=== design 1 ===
Figure 1. Placement by cell class (design 1).
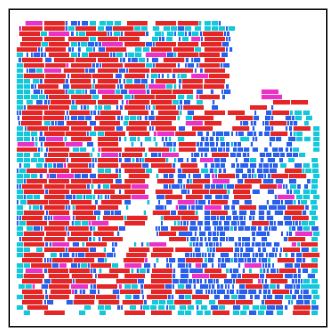

--- config.mk ---
export PLATFORM = sky130hd
export DESIGN_NAME = sram_drain_ctrl
export DESIGN_NICKNAME = d
export VERILOG_FILES = /design/src/rtl/sram_drain_ctrl.sv
export SDC_FILE = /design/constraint.sdc
export NUM_CORES = 1
export LEC_CHECK = 0
export CORE_MARGIN = 3
export CORE_UTILIZATION = 58
export DETAILED_ROUTE_END_ITERATION = 8
export GPL_TIMING_DRIVEN = 0
export HOLD_SLACK_MARGIN = 0.1
export PLACE_DENSITY = 0.95
export RECOVER_POWER = 25
export SLEW_MARGIN = 20
export SYNTH_ARGS = -nofsm -noshare
export SYNTH_HDL_FRONTEND = slang
export SYNTH_SLANG_ARGS = --single-unit
--- constraint.sdc ---
create_clock -name clk -period 17.75 [get_ports clk]
set_input_delay 3.55 -clock clk [delete_from_list [all_inputs] [get_ports clk]]
set_output_delay 3.55 -clock clk [all_outputs]
set_load 0.03 [all_outputs]
--- src/rtl/sram_drain_ctrl.sv ---
// sram_drain_ctrl: drains a window of result-SRAM words over valid/ready.
// Credit-limited reads feed a small skid FIFO so a ready consumer sees one word per cycle.
module sram_drain_ctrl #(
  parameter int DATA_W = 80,
  parameter int ADDR_W = 15,
  parameter int RD_LAT = 1,
  parameter int FIFO_D = RD_LAT + 2
) (
  input  logic              clk,
  input  logic              reset,
  input  logic              start,
  input  logic [ADDR_W-1:0] base_addr,
  input  logic [ADDR_W:0]   word_cnt,
  output logic              mem_rd_en,
  output logic [ADDR_W-1:0] mem_addr,
  input  logic [DATA_W-1:0] mem_rdata,
  output logic              out_valid,
  output logic [DATA_W-1:0] out_data,
  output logic              out_last,
  input  logic              out_ready,
  output logic              busy,
  output logic              done,
  output logic              start_ovr,
  output logic [ADDR_W:0]   sent_cnt
);

  localparam int PW = (FIFO_D > 1) ? $clog2(FIFO_D) : 1;
  localparam int CW = $clog2(FIFO_D + 1);
  localparam logic [ADDR_W:0] ONE = 1;

  typedef enum logic [1:0] {IDLE, ISSUE, FLUSH, FIN} state_t;

  state_t state, nstate;

  logic [ADDR_W-1:0] base_q;
  logic [ADDR_W:0]   cnt_q;
  logic [ADDR_W:0]   issued;
  logic [RD_LAT-1:0] vpipe;
  logic [DATA_W-1:0] fifo_q [FIFO_D];
  logic [PW-1:0]     wptr, rptr;
  logic [CW-1:0]     occ, inflt;
  logic              accept, push, pop;
  logic              credit, last_xfer;

  function automatic logic [PW-1:0] nxt(input logic [PW-1:0] p);
    return (p == PW'(FIFO_D - 1)) ? '0 : p + PW'(1);
  endfunction

  assign accept    = start && (state == IDLE);
  assign push      = vpipe[RD_LAT-1];
  assign pop       = out_valid && out_ready;
  // reads in flight plus words held must fit the FIFO before a new read
  assign credit    = ({1'b0, inflt} + {1'b0, occ}) < (CW+1)'(FIFO_D);
  assign mem_rd_en = (state == ISSUE) && (issued != cnt_q) && credit;
  assign mem_addr  = base_q + issued[ADDR_W-1:0];
  assign out_valid = (occ != '0);
  assign out_data  = out_valid ? fifo_q[rptr] : '0;
  assign out_last  = out_valid && ((sent_cnt + ONE) == cnt_q);
  assign last_xfer = out_last && out_ready;
  assign busy      = (state == ISSUE) || (state == FLUSH);
  assign done      = (state == FIN);

  always_comb begin
    nstate = state;
    unique case (state)
      IDLE:
        if (accept)
          nstate = (word_cnt == '0) ? FIN : ISSUE;
      ISSUE:
        if (mem_rd_en && ((issued + ONE) == cnt_q))
          nstate = FLUSH;
      FLUSH:
        if (last_xfer)
          nstate = FIN;
      FIN:
        nstate = IDLE;
      default:
        nstate = IDLE;
    endcase
  end

  always_ff @(posedge clk or negedge reset) begin
    if (!reset) begin
      state     <= IDLE;
      base_q    <= '0;
      cnt_q     <= '0;
      issued    <= '0;
      sent_cnt  <= '0;
      start_ovr <= 1'b0;
    end else begin
      state <= nstate;
      if (accept) begin
        base_q    <= base_addr;
        cnt_q     <= word_cnt;
        issued    <= '0;
        sent_cnt  <= '0;
        start_ovr <= 1'b0;
      end else begin
        if (start)
          start_ovr <= 1'b1;
        if (mem_rd_en)
          issued <= issued + ONE;
        if (pop)
          sent_cnt <= sent_cnt + ONE;
      end
    end
  end

  always_ff @(posedge clk or negedge reset) begin
    if (!reset) begin
      vpipe <= '0;
      wptr  <= '0;
      rptr  <= '0;
      occ   <= '0;
      inflt <= '0;
    end else begin
      vpipe[0] <= mem_rd_en;
      for (int i = 1; i < RD_LAT; i++)
        vpipe[i] <= vpipe[i-1];
      if (push)
        wptr <= nxt(wptr);
      if (pop)
        rptr <= nxt(rptr);
      occ   <= occ + CW'(push) - CW'(pop);
      inflt <= inflt + CW'(mem_rd_en) - CW'(push);
    end
  end

  always_ff @(posedge clk) begin
    if (push)
      fifo_q[wptr] <= mem_rdata;
  end

endmodule

=== design 2 ===
**config.mk**
```make
export PLATFORM = sky130hd
export DESIGN_NAME = serial_alu_param
export DESIGN_NICKNAME = d
export VERILOG_FILES = /design/src/rtl/serial_alu_param.sv
export SDC_FILE = /design/constraint.sdc
export NUM_CORES = 1
export LEC_CHECK = 0
export CELL_PAD_IN_SITES_DETAIL_PLACEMENT = 1
export CELL_PAD_IN_SITES_GLOBAL_PLACEMENT = 2
export CORE_ASPECT_RATIO = 0.75
export CORE_MARGIN = 3
export CORE_UTILIZATION = 30
export CTS_CLUSTER_SIZE = 14
export DETAILED_ROUTE_END_ITERATION = 7
export GPL_TIMING_DRIVEN = 0
export PLACE_DENSITY_LB_ADDON = 0.1
export SLEW_MARGIN = 15
export SYNTH_ARGS = -nofsm -noshare
export SYNTH_HDL_FRONTEND = slang
export SYNTH_SLANG_ARGS = --single-unit
```
**constraint.sdc**
```tcl
create_clock -name clk -period 2.3 [get_ports clk]
set_input_delay 0.575 -clock clk [delete_from_list [all_inputs] [get_ports clk]]
set_output_delay 0.575 -clock clk [all_outputs]
set_load 0.02 [all_outputs]
```
**src/rtl/serial_alu_param.sv**
```systemverilog
// Digit-serial ALU: processes DIGIT bits per clock over a WIDTH-bit operand
// pair behind a start/busy/done handshake, producing a result and ZF/SF/CF/OF.
// Ports:
//   clk, reset (async, active-low)
//   start, opcode[2:0], A, B  - request; latched when busy=0 and opcode!=NOP
//   busy                      - operation in progress
//   done                      - one-cycle pulse, C and flags valid
//   C                         - result (partially updated while busy)
//   ZF, SF, CF, OF            - flags, updated only on the done edge
module serial_alu_param #(
  parameter int unsigned WIDTH = 8,
  parameter int unsigned DIGIT = 1
) (
  input  logic             clk,
  input  logic             reset,
  input  logic             start,
  input  logic [2:0]       opcode,
  input  logic [WIDTH-1:0] A,
  input  logic [WIDTH-1:0] B,
  output logic             busy,
  output logic             done,
  output logic [WIDTH-1:0] C,
  output logic             ZF,
  output logic             SF,
  output logic             CF,
  output logic             OF
);

  localparam int unsigned N   = WIDTH / DIGIT;
  localparam int unsigned CW  = (N > 1) ? $clog2(N) : 1;
  localparam int unsigned DW1 = DIGIT + 1;
  localparam logic [CW-1:0]    LAST  = CW'(N - 1);
  localparam logic [WIDTH-1:0] DMASK = WIDTH'({DIGIT{1'b1}});

  localparam logic [2:0] OP_NOP  = 3'd0;
  localparam logic [2:0] OP_NOR  = 3'd1;
  localparam logic [2:0] OP_ADD  = 3'd2;
  localparam logic [2:0] OP_XNOR = 3'd3;
  localparam logic [2:0] OP_SUB  = 3'd4;
  localparam logic [2:0] OP_AND  = 3'd5;
  localparam logic [2:0] OP_OR   = 3'd6;
  localparam logic [2:0] OP_XOR  = 3'd7;

  typedef enum logic {IDLE, RUN} state_t;

  state_t           state_q, state_d;
  logic [CW-1:0]    cnt_q, cnt_d;
  logic             carry_q, carry_d;
  logic [WIDTH-1:0] a_q, a_d, b_q, b_d, c_q, c_d;
  logic [2:0]       op_q, op_d;
  logic             busy_q, busy_d, done_q, done_d;
  logic             zf_q, zf_d, sf_q, sf_d, cf_q, cf_d, of_q, of_d;

  // Current digit datapath
  logic [31:0]      shamt;
  logic [DIGIT-1:0] a_dig, b_dig, b_eff, res_dig;
  logic [DW1-1:0]   sum;
  logic             cout, ovf, is_arith;
  logic [WIDTH-1:0] c_merge;

  always_comb begin
    shamt    = 32'(cnt_q) * 32'(DIGIT);
    a_dig    = DIGIT'(a_q >> shamt);
    b_dig    = DIGIT'(b_q >> shamt);
    // SUB is A + ~B + 1; the +1 comes from carry preset at start
    b_eff    = (op_q == OP_SUB) ? ~b_dig : b_dig;
    sum      = {1'b0, a_dig} + {1'b0, b_eff} + DW1'(carry_q);
    cout     = sum[DIGIT];
    is_arith = (op_q == OP_ADD) || (op_q == OP_SUB);
    // Equivalent to carry-into-MSB XOR carry-out on the final digit
    ovf      = (a_dig[DIGIT-1] == b_eff[DIGIT-1]) && (sum[DIGIT-1] != a_dig[DIGIT-1]);
    case (op_q)
      OP_NOR:          res_dig = ~(a_dig | b_dig);
      OP_XNOR:         res_dig = ~(a_dig ^ b_dig);
      OP_ADD, OP_SUB:  res_dig = sum[DIGIT-1:0];
      OP_AND:          res_dig = a_dig & b_dig;
      OP_OR:           res_dig = a_dig | b_dig;
      OP_XOR:          res_dig = a_dig ^ b_dig;
      default:         res_dig = '0;
    endcase
    c_merge = (c_q & ~(DMASK << shamt)) | (WIDTH'(res_dig) << shamt);
  end

  // Next-state and registered-output logic
  always_comb begin
    state_d = state_q;
    cnt_d   = cnt_q;
    carry_d = carry_q;
    a_d     = a_q;
    b_d     = b_q;
    op_d    = op_q;
    c_d     = c_q;
    busy_d  = busy_q;
    done_d  = 1'b0;
    zf_d    = zf_q;
    sf_d    = sf_q;
    cf_d    = cf_q;
    of_d    = of_q;
    case (state_q)
      IDLE: begin
        if (start && (opcode != OP_NOP)) begin
          a_d     = A;
          b_d     = B;
          op_d    = opcode;
          cnt_d   = '0;
          carry_d = (opcode == OP_SUB);
          busy_d  = 1'b1;
          state_d = RUN;
        end
      end
      RUN: begin
        c_d     = c_merge;
        carry_d = cout;
        cnt_d   = cnt_q + CW'(1);
        if (cnt_q == LAST) begin
          state_d = IDLE;
          busy_d  = 1'b0;
          done_d  = 1'b1;
          cnt_d   = '0;
          zf_d    = (c_merge == '0);
          sf_d    = c_merge[WIDTH-1];
          cf_d    = (op_q == OP_ADD) ? cout : ((op_q == OP_SUB) ? ~cout : 1'b0);
          of_d    = is_arith ? ovf : 1'b0;
        end
      end
      default: state_d = IDLE;
    endcase
  end

  // State register
  always_ff @(posedge clk or negedge reset) begin
    if (!reset) begin
      state_q <= IDLE;
      cnt_q   <= '0;
      carry_q <= 1'b0;
      a_q     <= '0;
      b_q     <= '0;
      op_q    <= OP_NOP;
      c_q     <= '0;
      busy_q  <= 1'b0;
      done_q  <= 1'b0;
      zf_q    <= 1'b0;
      sf_q    <= 1'b0;
      cf_q    <= 1'b0;
      of_q    <= 1'b0;
    end else begin
      state_q <= state_d;
      cnt_q   <= cnt_d;
      carry_q <= carry_d;
      a_q     <= a_d;
      b_q     <= b_d;
      op_q    <= op_d;
      c_q     <= c_d;
      busy_q  <= busy_d;
      done_q  <= done_d;
      zf_q    <= zf_d;
      sf_q    <= sf_d;
      cf_q    <= cf_d;
      of_q    <= of_d;
    end
  end

  assign busy = busy_q;
  assign done = done_q;
  assign C    = c_q;
  assign ZF   = zf_q;
  assign SF   = sf_q;
  assign CF   = cf_q;
  assign OF   = of_q;

endmodule

```

## Gallery

Ports around the boundary.
Pins as bars across the die edge, other pins in grey.
shot_01.png
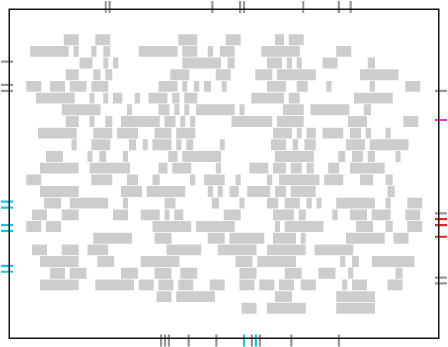
shot_02.png
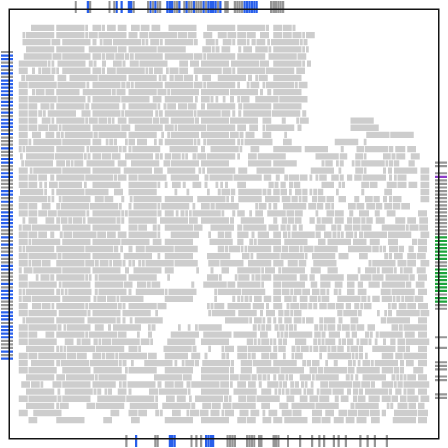
shot_01.png: design 2
shot_02.png: design 1

Figure 2. Placement by cell class (design 2).
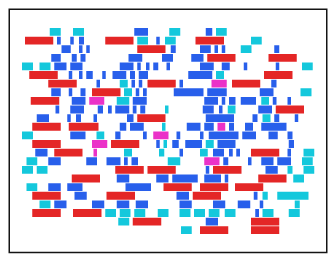
| class | colour | cells | share of their area |
|---|---|---|---|
| flops | red | 38 | 35% |
| clock drivers and dummy loads | magenta | 7 | 3.0% |
| combinational and other logic | blue | 138 | 43% |
| other buffers and delay cells | cyan | 54 | 19% |
Cell Rows: 24
final core utilization: 45.61%
Core ar.: 6096 um2

==> deck_impl_summary.md, design 2 <==
Synthesis and Place & Route Summary

STA
  – Final hold violations: 0
  – Final WS setup: -324.3 ps
  – # setup viols final: 11
  – Worst Tran Pin Value: ~580 ps
  – Setup_tns: -2621 ps

Floorplanning
  – # IOs: 36

Run status
  – Status: finished with violations
  – Failing checks: negative setup slack

Clock tree
  – CTS tree: yes
  – Late-Pin Clk Latency: between 200 and 300 ps

Detailed routing
  – Drt wl/cell: about 17 um

Critical path
  – Crit path capture: C[0]
  – Worst Path Required: 2480 ps
  – Critical path depth: 8

Synth
  – Instance count of the mapped netlist: 184
  – Chip Area, Yosys: approximately 2000 um2
  – Flip-flops with a built-in enable: 0
  – Main logic family: multiplexers
  – Sequential share of the synthesized area: 48.13%
  – Synth Flop Type: dfrtp_1

Cells and area
  – Top cells excl fill/tap: dfrtp_1, clkdlybuf4s50_1, nand2_1
  – Filler cells: 668
  – Layout clock buffers: 6
  – Clk cell area share: under 10%

Placed design
  – Dpl ws: -566.8 ps

Power
  – P_comb: 3060 uW
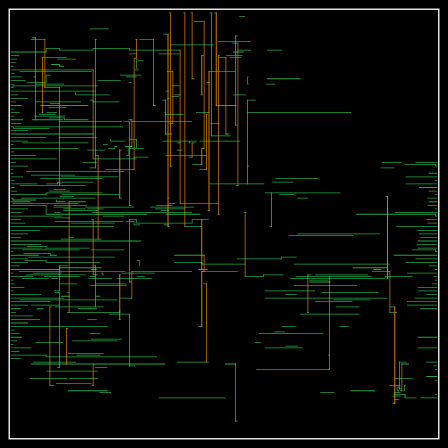
Figure 3: design 1, signal wires by layer.
Only two layers are drawn.
| layer | colour | wire length |
|---|---|---|
| metal 4 | orange | 1660 um |
| metal 3 | green | 3950 um |
drt wl/cell: 22.15 um
Total Wirelength: 39.73 mm

## Picture notes: Figure 1
| class | colour | cells | share of their area |
|---|---|---|---|
| other buffers and delay cells | cyan | 329 | 16% |
| combinational and other logic | blue | 772 | 28% |
| clock drivers and dummy loads | magenta | 57 | 5.8% |
| flops | red | 315 | 51% |
final core utilization: 76.48%
Seq area share: 49.71%
Core ar.: 23890 um2
Cell Rows: 56

==> deck_impl_summary.md, design 1 <==
Synthesis and Place & Route Summary

Critical path
  – Crit-path leading delay family: AND-OR/OR-AND gates

STA
  – Tcrit/Tclk final: between 40% and 50%

Synth
  – Main logic family: simple AND/OR/NAND/NOR gates

Floorplanning
  – Tap Cells: roughly 320

Global route
  – Remaining global-route overflow: 0

Run status
  – Status: finished, final reports clean

Cells and area
  – FF+latch area: 9084 um2
  – Comb area share: between 20% and 30%
  – FFs & Latches: ~320
  – Layout clock buffers: 35

Worst hold path
  – HP Start: inflt[1]
  – WHS Endpoint: inflt[1]

Power
  – Clock network fraction of design power: between 20% and 30%
  – Worst vdd rail ir drop: 0.2159 mV

Clock tree
  – Clock Pin Slew Worst Setup and Hold Paths: 60 ps

=== design 3 ===
<file path="config.mk">
export PLATFORM = sky130hd
export DESIGN_NAME = drop_tick_gen
export DESIGN_NICKNAME = d
export VERILOG_FILES = /design/src/rtl/drop_tick_gen.sv
export SDC_FILE = /design/constraint.sdc
export NUM_CORES = 1
export LEC_CHECK = 0
export CAP_MARGIN = 20
export CORE_ASPECT_RATIO = 1.2
export CORE_MARGIN = 8
export CORE_UTILIZATION = 56
export CTS_CLUSTER_DIAMETER = 120
export DETAILED_ROUTE_END_ITERATION = 8
export GPL_TIMING_DRIVEN = 0
export PLACE_DENSITY = 0.78
export SKIP_CTS_REPAIR_TIMING = 1
export SYNTH_ARGS = -nofsm -noshare
export SYNTH_HDL_FRONTEND = slang
export SYNTH_SLANG_ARGS = --single-unit
</file>
<file path="constraint.sdc">
create_clock -name clk_20MHz -period 2.6 [get_ports clk_20MHz]
set_clock_uncertainty 0.15 [all_clocks]
set_input_delay 0.52 -clock clk_20MHz [delete_from_list [all_inputs] [get_ports clk_20MHz]]
set_output_delay 0.52 -clock clk_20MHz [all_outputs]
set_load 0.05 [all_outputs]
</file>
<file path="src/rtl/drop_tick_gen.sv">
// rtl/drop_tick_gen.sv - gravity / soft-drop request generator with overrun counting
//
// Ports:
//   clk_20MHz   in   only clock, rising edge
//   rst         in   synchronous active-high reset
//   clk_1Hz     in   slow toggle, asynchronous; every edge is a half-tick
//   enable      in   game running; low forces IDLE
//   level[2:0]  in   gravity level; interval = 8 - level half-ticks
//   soft_drop   in   player holding down; SOFT_DIV-cycle prescaler
//   drop_ack    in   game logic consumed the pending request
//   drop_req    out  registered request, held until acknowledged
//   drop_src    out  0 = gravity, 1 = soft drop (valid with drop_req)
//   overrun_cnt out  saturating count of half-ticks lost while pending
module drop_tick_gen #(
    parameter int unsigned SOFT_DIV = 1000000
) (
    input  logic       clk_20MHz,
    input  logic       rst,
    input  logic       clk_1Hz,
    input  logic       enable,
    input  logic [2:0] level,
    input  logic       soft_drop,
    input  logic       drop_ack,
    output logic       drop_req,
    output logic       drop_src,
    output logic [7:0] overrun_cnt
);

    typedef enum logic [1:0] {
        IDLE  = 2'd0,
        COUNT = 2'd1,
        REQ   = 2'd2
    } state_t;

    localparam logic [19:0] SOFT_LAST = 20'(SOFT_DIV - 1);

    state_t      r_state;
    state_t      w_state_next;

    logic        r_sync1;
    logic        r_sync2;
    logic        r_cur;
    logic        r_prev;
    logic        r_half_tick;

    logic [19:0] r_soft_cnt;
    logic        w_soft_tick;

    logic [3:0]  r_interval;
    logic [3:0]  w_interval_next;
    logic [3:0]  w_reload;

    logic        r_drop_req;
    logic        r_drop_src;
    logic        w_src_next;
    logic [7:0]  r_overrun;
    logic [7:0]  w_overrun_next;

    // Two synchronizer flops, then a registered copy of the synchronized level
    // and its previous value; the edge pulse is registered so half_tick is a
    // clean one-cycle strobe three edges after the first sampling edge.
    always_ff @(posedge clk_20MHz) begin
        if (rst) begin
            r_sync1     <= 1'b0;
            r_sync2     <= 1'b0;
            r_cur       <= 1'b0;
            r_prev      <= 1'b0;
            r_half_tick <= 1'b0;
        end else begin
            r_sync1     <= clk_1Hz;
            r_sync2     <= r_sync1;
            r_cur       <= r_sync2;
            r_prev      <= r_cur;
            r_half_tick <= r_cur ^ r_prev;
        end
    end

    // Prescaler is held at zero while soft_drop is low, so the first tick
    // lands exactly SOFT_DIV cycles after the button is pressed.
    assign w_soft_tick = soft_drop && (r_soft_cnt == SOFT_LAST);

    always_ff @(posedge clk_20MHz) begin
        if (rst || !soft_drop) begin
            r_soft_cnt <= 20'd0;
        end else if (w_soft_tick) begin
            r_soft_cnt <= 20'd0;
        end else begin
            r_soft_cnt <= r_soft_cnt + 20'd1;
        end
    end

    assign w_reload = 4'd8 - {1'b0, level};

    always_comb begin
        w_state_next    = r_state;
        w_interval_next = r_interval;
        w_src_next      = r_drop_src;
        w_overrun_next  = r_overrun;

        if (!enable) begin
            w_state_next    = IDLE;
            w_interval_next = 4'd0;
        end else begin
            case (r_state)
                IDLE: begin
                    w_state_next    = COUNT;
                    w_interval_next = w_reload;
                end
                COUNT: begin
                    // Soft drop outranks a gravity expiry in the same cycle.
                    if (w_soft_tick) begin
                        w_state_next = REQ;
                        w_src_next   = 1'b1;
                    end else if (r_half_tick) begin
                        if (r_interval <= 4'd1) begin
                            w_state_next = REQ;
                            w_src_next   = 1'b0;
                        end else begin
                            w_interval_next = r_interval - 4'd1;
                        end
                    end
                end
                REQ: begin
                    // A half-tick arriving with the ack is dropped entirely:
                    // not an overrun, and not charged to the fresh interval.
                    if (drop_ack) begin
                        w_state_next    = COUNT;
                        w_interval_next = w_reload;
                    end else if (r_half_tick && (r_overrun != 8'hFF)) begin
                        w_overrun_next = r_overrun + 8'd1;
                    end
                end
                default: begin
                    w_state_next    = IDLE;
                    w_interval_next = 4'd0;
                end
            endcase
        end
    end

    always_ff @(posedge clk_20MHz) begin
        if (rst) begin
            r_state    <= IDLE;
            r_interval <= 4'd0;
            r_drop_req <= 1'b0;
            r_drop_src <= 1'b0;
            r_overrun  <= 8'd0;
        end else begin
            r_state    <= w_state_next;
            r_interval <= w_interval_next;
            r_drop_req <= (w_state_next == REQ);
            r_drop_src <= w_src_next;
            r_overrun  <= w_overrun_next;
        end
    end

    assign drop_req    = r_drop_req;
    assign drop_src    = r_drop_src;
    assign overrun_cnt = r_overrun;

endmodule

</file>
=== design 4 ===
## config.mk

```make
export PLATFORM = sky130hd
export DESIGN_NAME = ram2p_clr
export DESIGN_NICKNAME = d
export VERILOG_FILES = /design/src/rtl/ram2p_clr.sv
export SDC_FILE = /design/constraint.sdc
export NUM_CORES = 1
export LEC_CHECK = 0
export ABC_AREA = 1
export CAP_MARGIN = 30
export CORE_MARGIN = 2
export CORE_UTILIZATION = 40
export CTS_BUF_LIST = sky130_fd_sc_hd__clkbuf_4
export DETAILED_ROUTE_END_ITERATION = 16
export DONT_BUFFER_PORTS = 1
export PLACE_DENSITY = 0.58
export SLEW_MARGIN = 15
export SYNTH_ARGS = -nofsm -noshare
export SYNTH_HDL_FRONTEND = slang
export SYNTH_SLANG_ARGS = --single-unit
export TNS_END_PERCENT = 100
```

## constraint.sdc

```tcl
create_clock -name ck -period 3.66 [get_ports ck]
set_input_delay 0.549 -clock ck [delete_from_list [all_inputs] [get_ports ck]]
set_output_delay 0.549 -clock ck [all_outputs]
set_load 0.005 [all_outputs]
```

## src/rtl/ram2p_clr.sv

```systemverilog
// Two-port RAM (sync write A, read B) with a power-on/on-demand clear sweep to INIT_VAL.
// Optional registered read (REG_OUT) and write-to-read forwarding when RAM2P_BYPASS_EN is defined.
module ram2p_clr #(
  parameter int unsigned   DW       = 8,
  parameter int unsigned   AW       = 7,
  parameter logic [DW-1:0] INIT_VAL = '0,
  parameter bit            REG_OUT  = 1'b0
) (
  input  logic          ck,
  input  logic          rst_n,
  input  logic          we,
  input  logic [AW-1:0] adr_a,
  input  logic [DW-1:0] dataIn,
  input  logic [AW-1:0] adr_b,
  input  logic          clr,
  output logic          busy,
  output logic          clr_done,
  output logic [DW-1:0] dataOut
);

  localparam int unsigned   DEPTH = 1 << AW;
  localparam logic [AW-1:0] LAST  = {AW{1'b1}};

  typedef enum logic {
    CLEAR = 1'b0,
    IDLE  = 1'b1
  } state_t;

  state_t        state_q, state_d;
  logic [AW-1:0] cnt_q, cnt_d;
  logic          clr_done_q, clr_done_d;

  logic [DW-1:0] mem [DEPTH];
  logic          mem_we;
  logic [AW-1:0] mem_adr;
  logic [DW-1:0] mem_wdata;

  logic          byp_hit;
  logic [DW-1:0] rd_data;

  // Sweep sequencer: cnt walks 0..2^AW-1 once, then returns to IDLE.
  always_comb begin
    state_d    = state_q;
    cnt_d      = cnt_q;
    clr_done_d = 1'b0;
    case (state_q)
      CLEAR: begin
        cnt_d = cnt_q + 1'b1;
        if (cnt_q == LAST) begin
          state_d    = IDLE;
          cnt_d      = '0;
          clr_done_d = 1'b1;
        end
      end
      IDLE: begin
        if (clr) begin
          state_d = CLEAR;
          cnt_d   = '0;
        end
      end
      default: begin
        state_d = CLEAR;
        cnt_d   = '0;
      end
    endcase
  end

  always_ff @(posedge ck or negedge rst_n) begin
    if (!rst_n) begin
      state_q    <= CLEAR;
      cnt_q      <= '0;
      clr_done_q <= 1'b0;
    end else begin
      state_q    <= state_d;
      cnt_q      <= cnt_d;
      clr_done_q <= clr_done_d;
    end
  end

  assign busy     = (state_q == CLEAR);
  assign clr_done = clr_done_q;

  // The sweep owns the single write port; user writes are dropped while busy.
  always_comb begin
    mem_we    = 1'b0;
    mem_adr   = adr_a;
    mem_wdata = dataIn;
    if (busy) begin
      mem_we    = 1'b1;
      mem_adr   = cnt_q;
      mem_wdata = INIT_VAL;
    end else if (!we) begin
      mem_we = 1'b1;
    end
  end

  always_ff @(posedge ck) begin
    if (mem_we) begin
      mem[mem_adr] <= mem_wdata;
    end
  end

`ifdef RAM2P_BYPASS_EN
  assign byp_hit = !we && !busy && (adr_a == adr_b);
`else
  assign byp_hit = 1'b0;
`endif

  always_comb begin
    rd_data = mem[adr_b];
    if (busy) begin
      rd_data = INIT_VAL;
    end else if (byp_hit) begin
      rd_data = dataIn;
    end
  end

  generate
    if (REG_OUT) begin : g_reg_out
      logic [DW-1:0] dout_q;
      always_ff @(posedge ck or negedge rst_n) begin
        if (!rst_n) begin
          dout_q <= INIT_VAL;
        end else begin
          dout_q <= rd_data;
        end
      end
      assign dataOut = dout_q;
    end else begin : g_comb_out
      assign dataOut = rd_data;
    end
  endgenerate

endmodule

```


## Gallery

Signal wires by layer.
Only two layers are drawn.
(a)
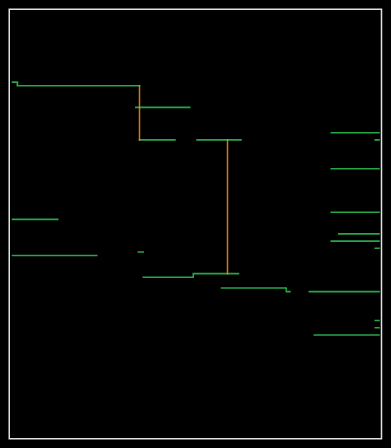
(b)
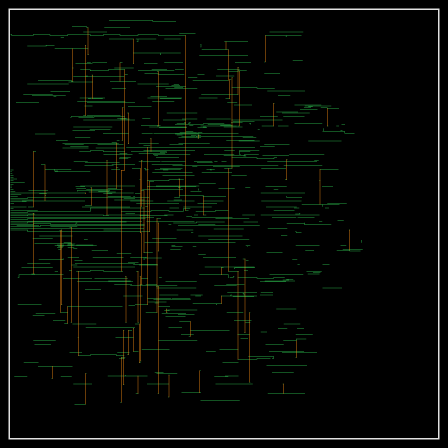
- most wire: (b)
For design 4, see (b).
For design 3, see (a).

Figure 4. Clock distribution (design 3).
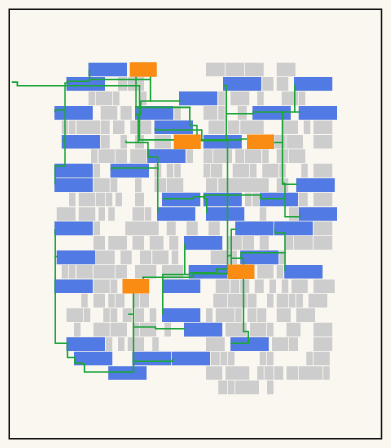
[clock drivers] orange | count: 5
[flip-flops] blue | count: 41
[clock wires] green | length: 480 um
routed clock nets: 6
Late-Pin Clk Latency: 290 ps
clock network fraction of design power: 35.9%
clock-net power: 399 uW

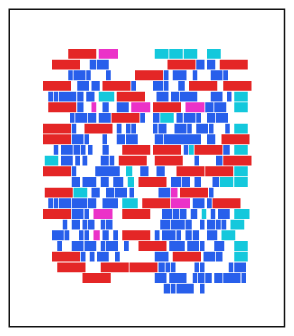
Figure 5: design 3, placement by cell class.
| class | colour | cells | share of their area |
|---|---|---|---|
| other buffers and delay cells | cyan | 25 | 10% |
| flops | red | 41 | 37% |
| combinational and other logic | blue | 174 | 49% |
| clock drivers and dummy loads | magenta | 8 | 3.7% |
final core utilization: 67.50%
Cell Rows: 23
final instance area: 2253 um2
Seq area share: 36.42%

==> deck_impl_summary.md, design 3 <==
Synthesis and Place & Route Summary

Run status
  – Status: finished, final reports clean

Clock tree
  – # clock sinks: about 40
  – Root buf cell: clkbuf_8
  – CTS H-Tree Depth: 2
  – CTS buffer count: 5

Critical path
  – Critical path depth: 7
  – Worst Path Required: around 2600 ps
  – Max incr delay on CP: around 520 ps
  – Reg-to-reg startpoint: r_soft_cnt[0]

STA
  – # setup viols final: 0
  – Tcrit/Tclk final: about nine tenths
  – Slew headroom: between 60% and 70%

Cells and area
  – Clk cell area share: 3.665%
  – Total inserted antenna cells: 0
  – Top cells excl fill/tap: nor2_1, dfxtp_1, clkdlybuf4s50_1
  – Non-filler cells, final: ~290

Job
  – Maxcap violations: 0
  – Tool warning count: 27

Global route
  – GRT met3 Usage: 4.926%

Placed design
  – Dpl ws: -4.565 ps
  – Routability Congestion: around 0.8

Synth
  – Post-synthesis cell area: between 1500 and 2000 um2
  – Yosys cell count: 222
  – Main logic family: simple AND/OR/NAND/NOR gates
  – Mapped Nets: about 240
  – Post-synth top cells: nor2_1, dfxtp_1, nand2_1

Worst hold path
  – HP Start: r_sync2

Detailed routing
  – Total number of vias: 1533
  – Wl on met1: about 1.6 mm
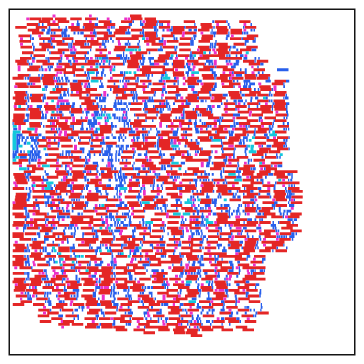
Figure 6: design 4, placement by cell class.
| class | colour | cells | share of their area |
|---|---|---|---|
| other buffers and delay cells | cyan | 110 | 2.5% |
| combinational and other logic | blue | 2375 | 23% |
| flops | red | 1033 | 68% |
| clock drivers and dummy loads | magenta | 440 | 6.9% |
Cell Rows: 119
Core ar.: 105600 um2
Seq area share: 65.41%
final instance area: 47360 um2

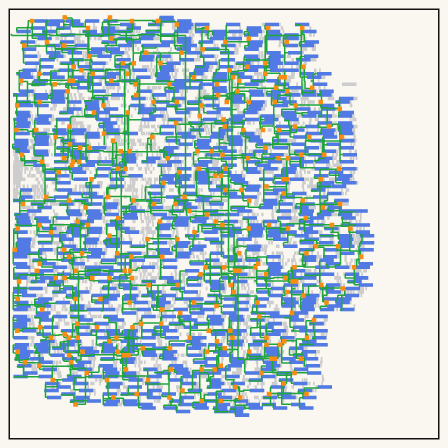
Figure 7: design 4, clock distribution.
[flip-flops] blue | count: 1033
[clock wires] green | length: 13200 um
[clock drivers] orange | count: 280
flops lie: spread over the die
routed clock nets: 281
Late-Pin Clk Latency: 1130 ps
clock network fraction of design power: 36.4%

==> deck_impl_summary.md, design 4 <==
Synthesis and Place & Route Summary

Run status
  – Status: finished with violations
  – Failing checks: max-slew violations, negative setup slack

Global route
  – GR peak layer: met2
  – Pin count of the biggest net entering global routing: 514
  – Remaining global-route overflow: 0
  – Initial antenna violation count: 3

STA
  – Final WS setup: -620.1 ps
  – Pins Over Slew Limit: 311
  – # setup viols final: 8
  – Final hold violations: 0

Cells and area
  – Largest cell class: flip-flops and latches
  – Signal inverters: 36
  – Layout clock buffers: 389

Power
  – Sequential share of power: a little over half
  – Power Density: between 500 and 600 nW/um2
  – Sequential power: around 14000 uW

Detailed routing
  – Antenna Violating Nets Remaining: 0
  – DR DRC count: 0
  – Drt pass-1 iters: 5

Critical path
  – Crit. Startpoint: adr_b[0]

Synth
  – Simple share: a little under a quarter


==> notes/layouts.md <==
Pictures saved along the way, in no particular order.

Routing congestion map.
picture 1
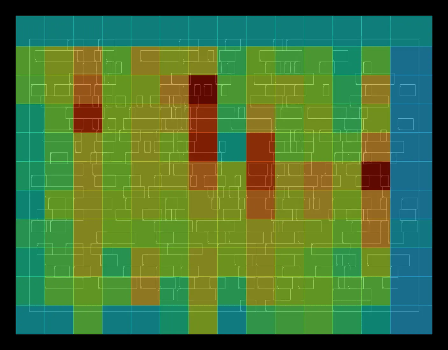
picture 2
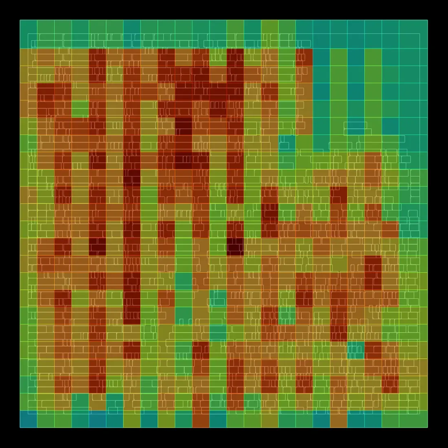
picture 3
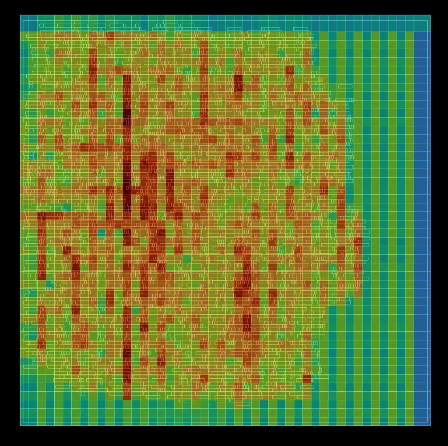
Picture 2 is design 1.
Picture 1 is design 2.
Picture 3 is design 4.
- highest utilization: picture 2

Power is estimated from default activity; no workload was simulated.
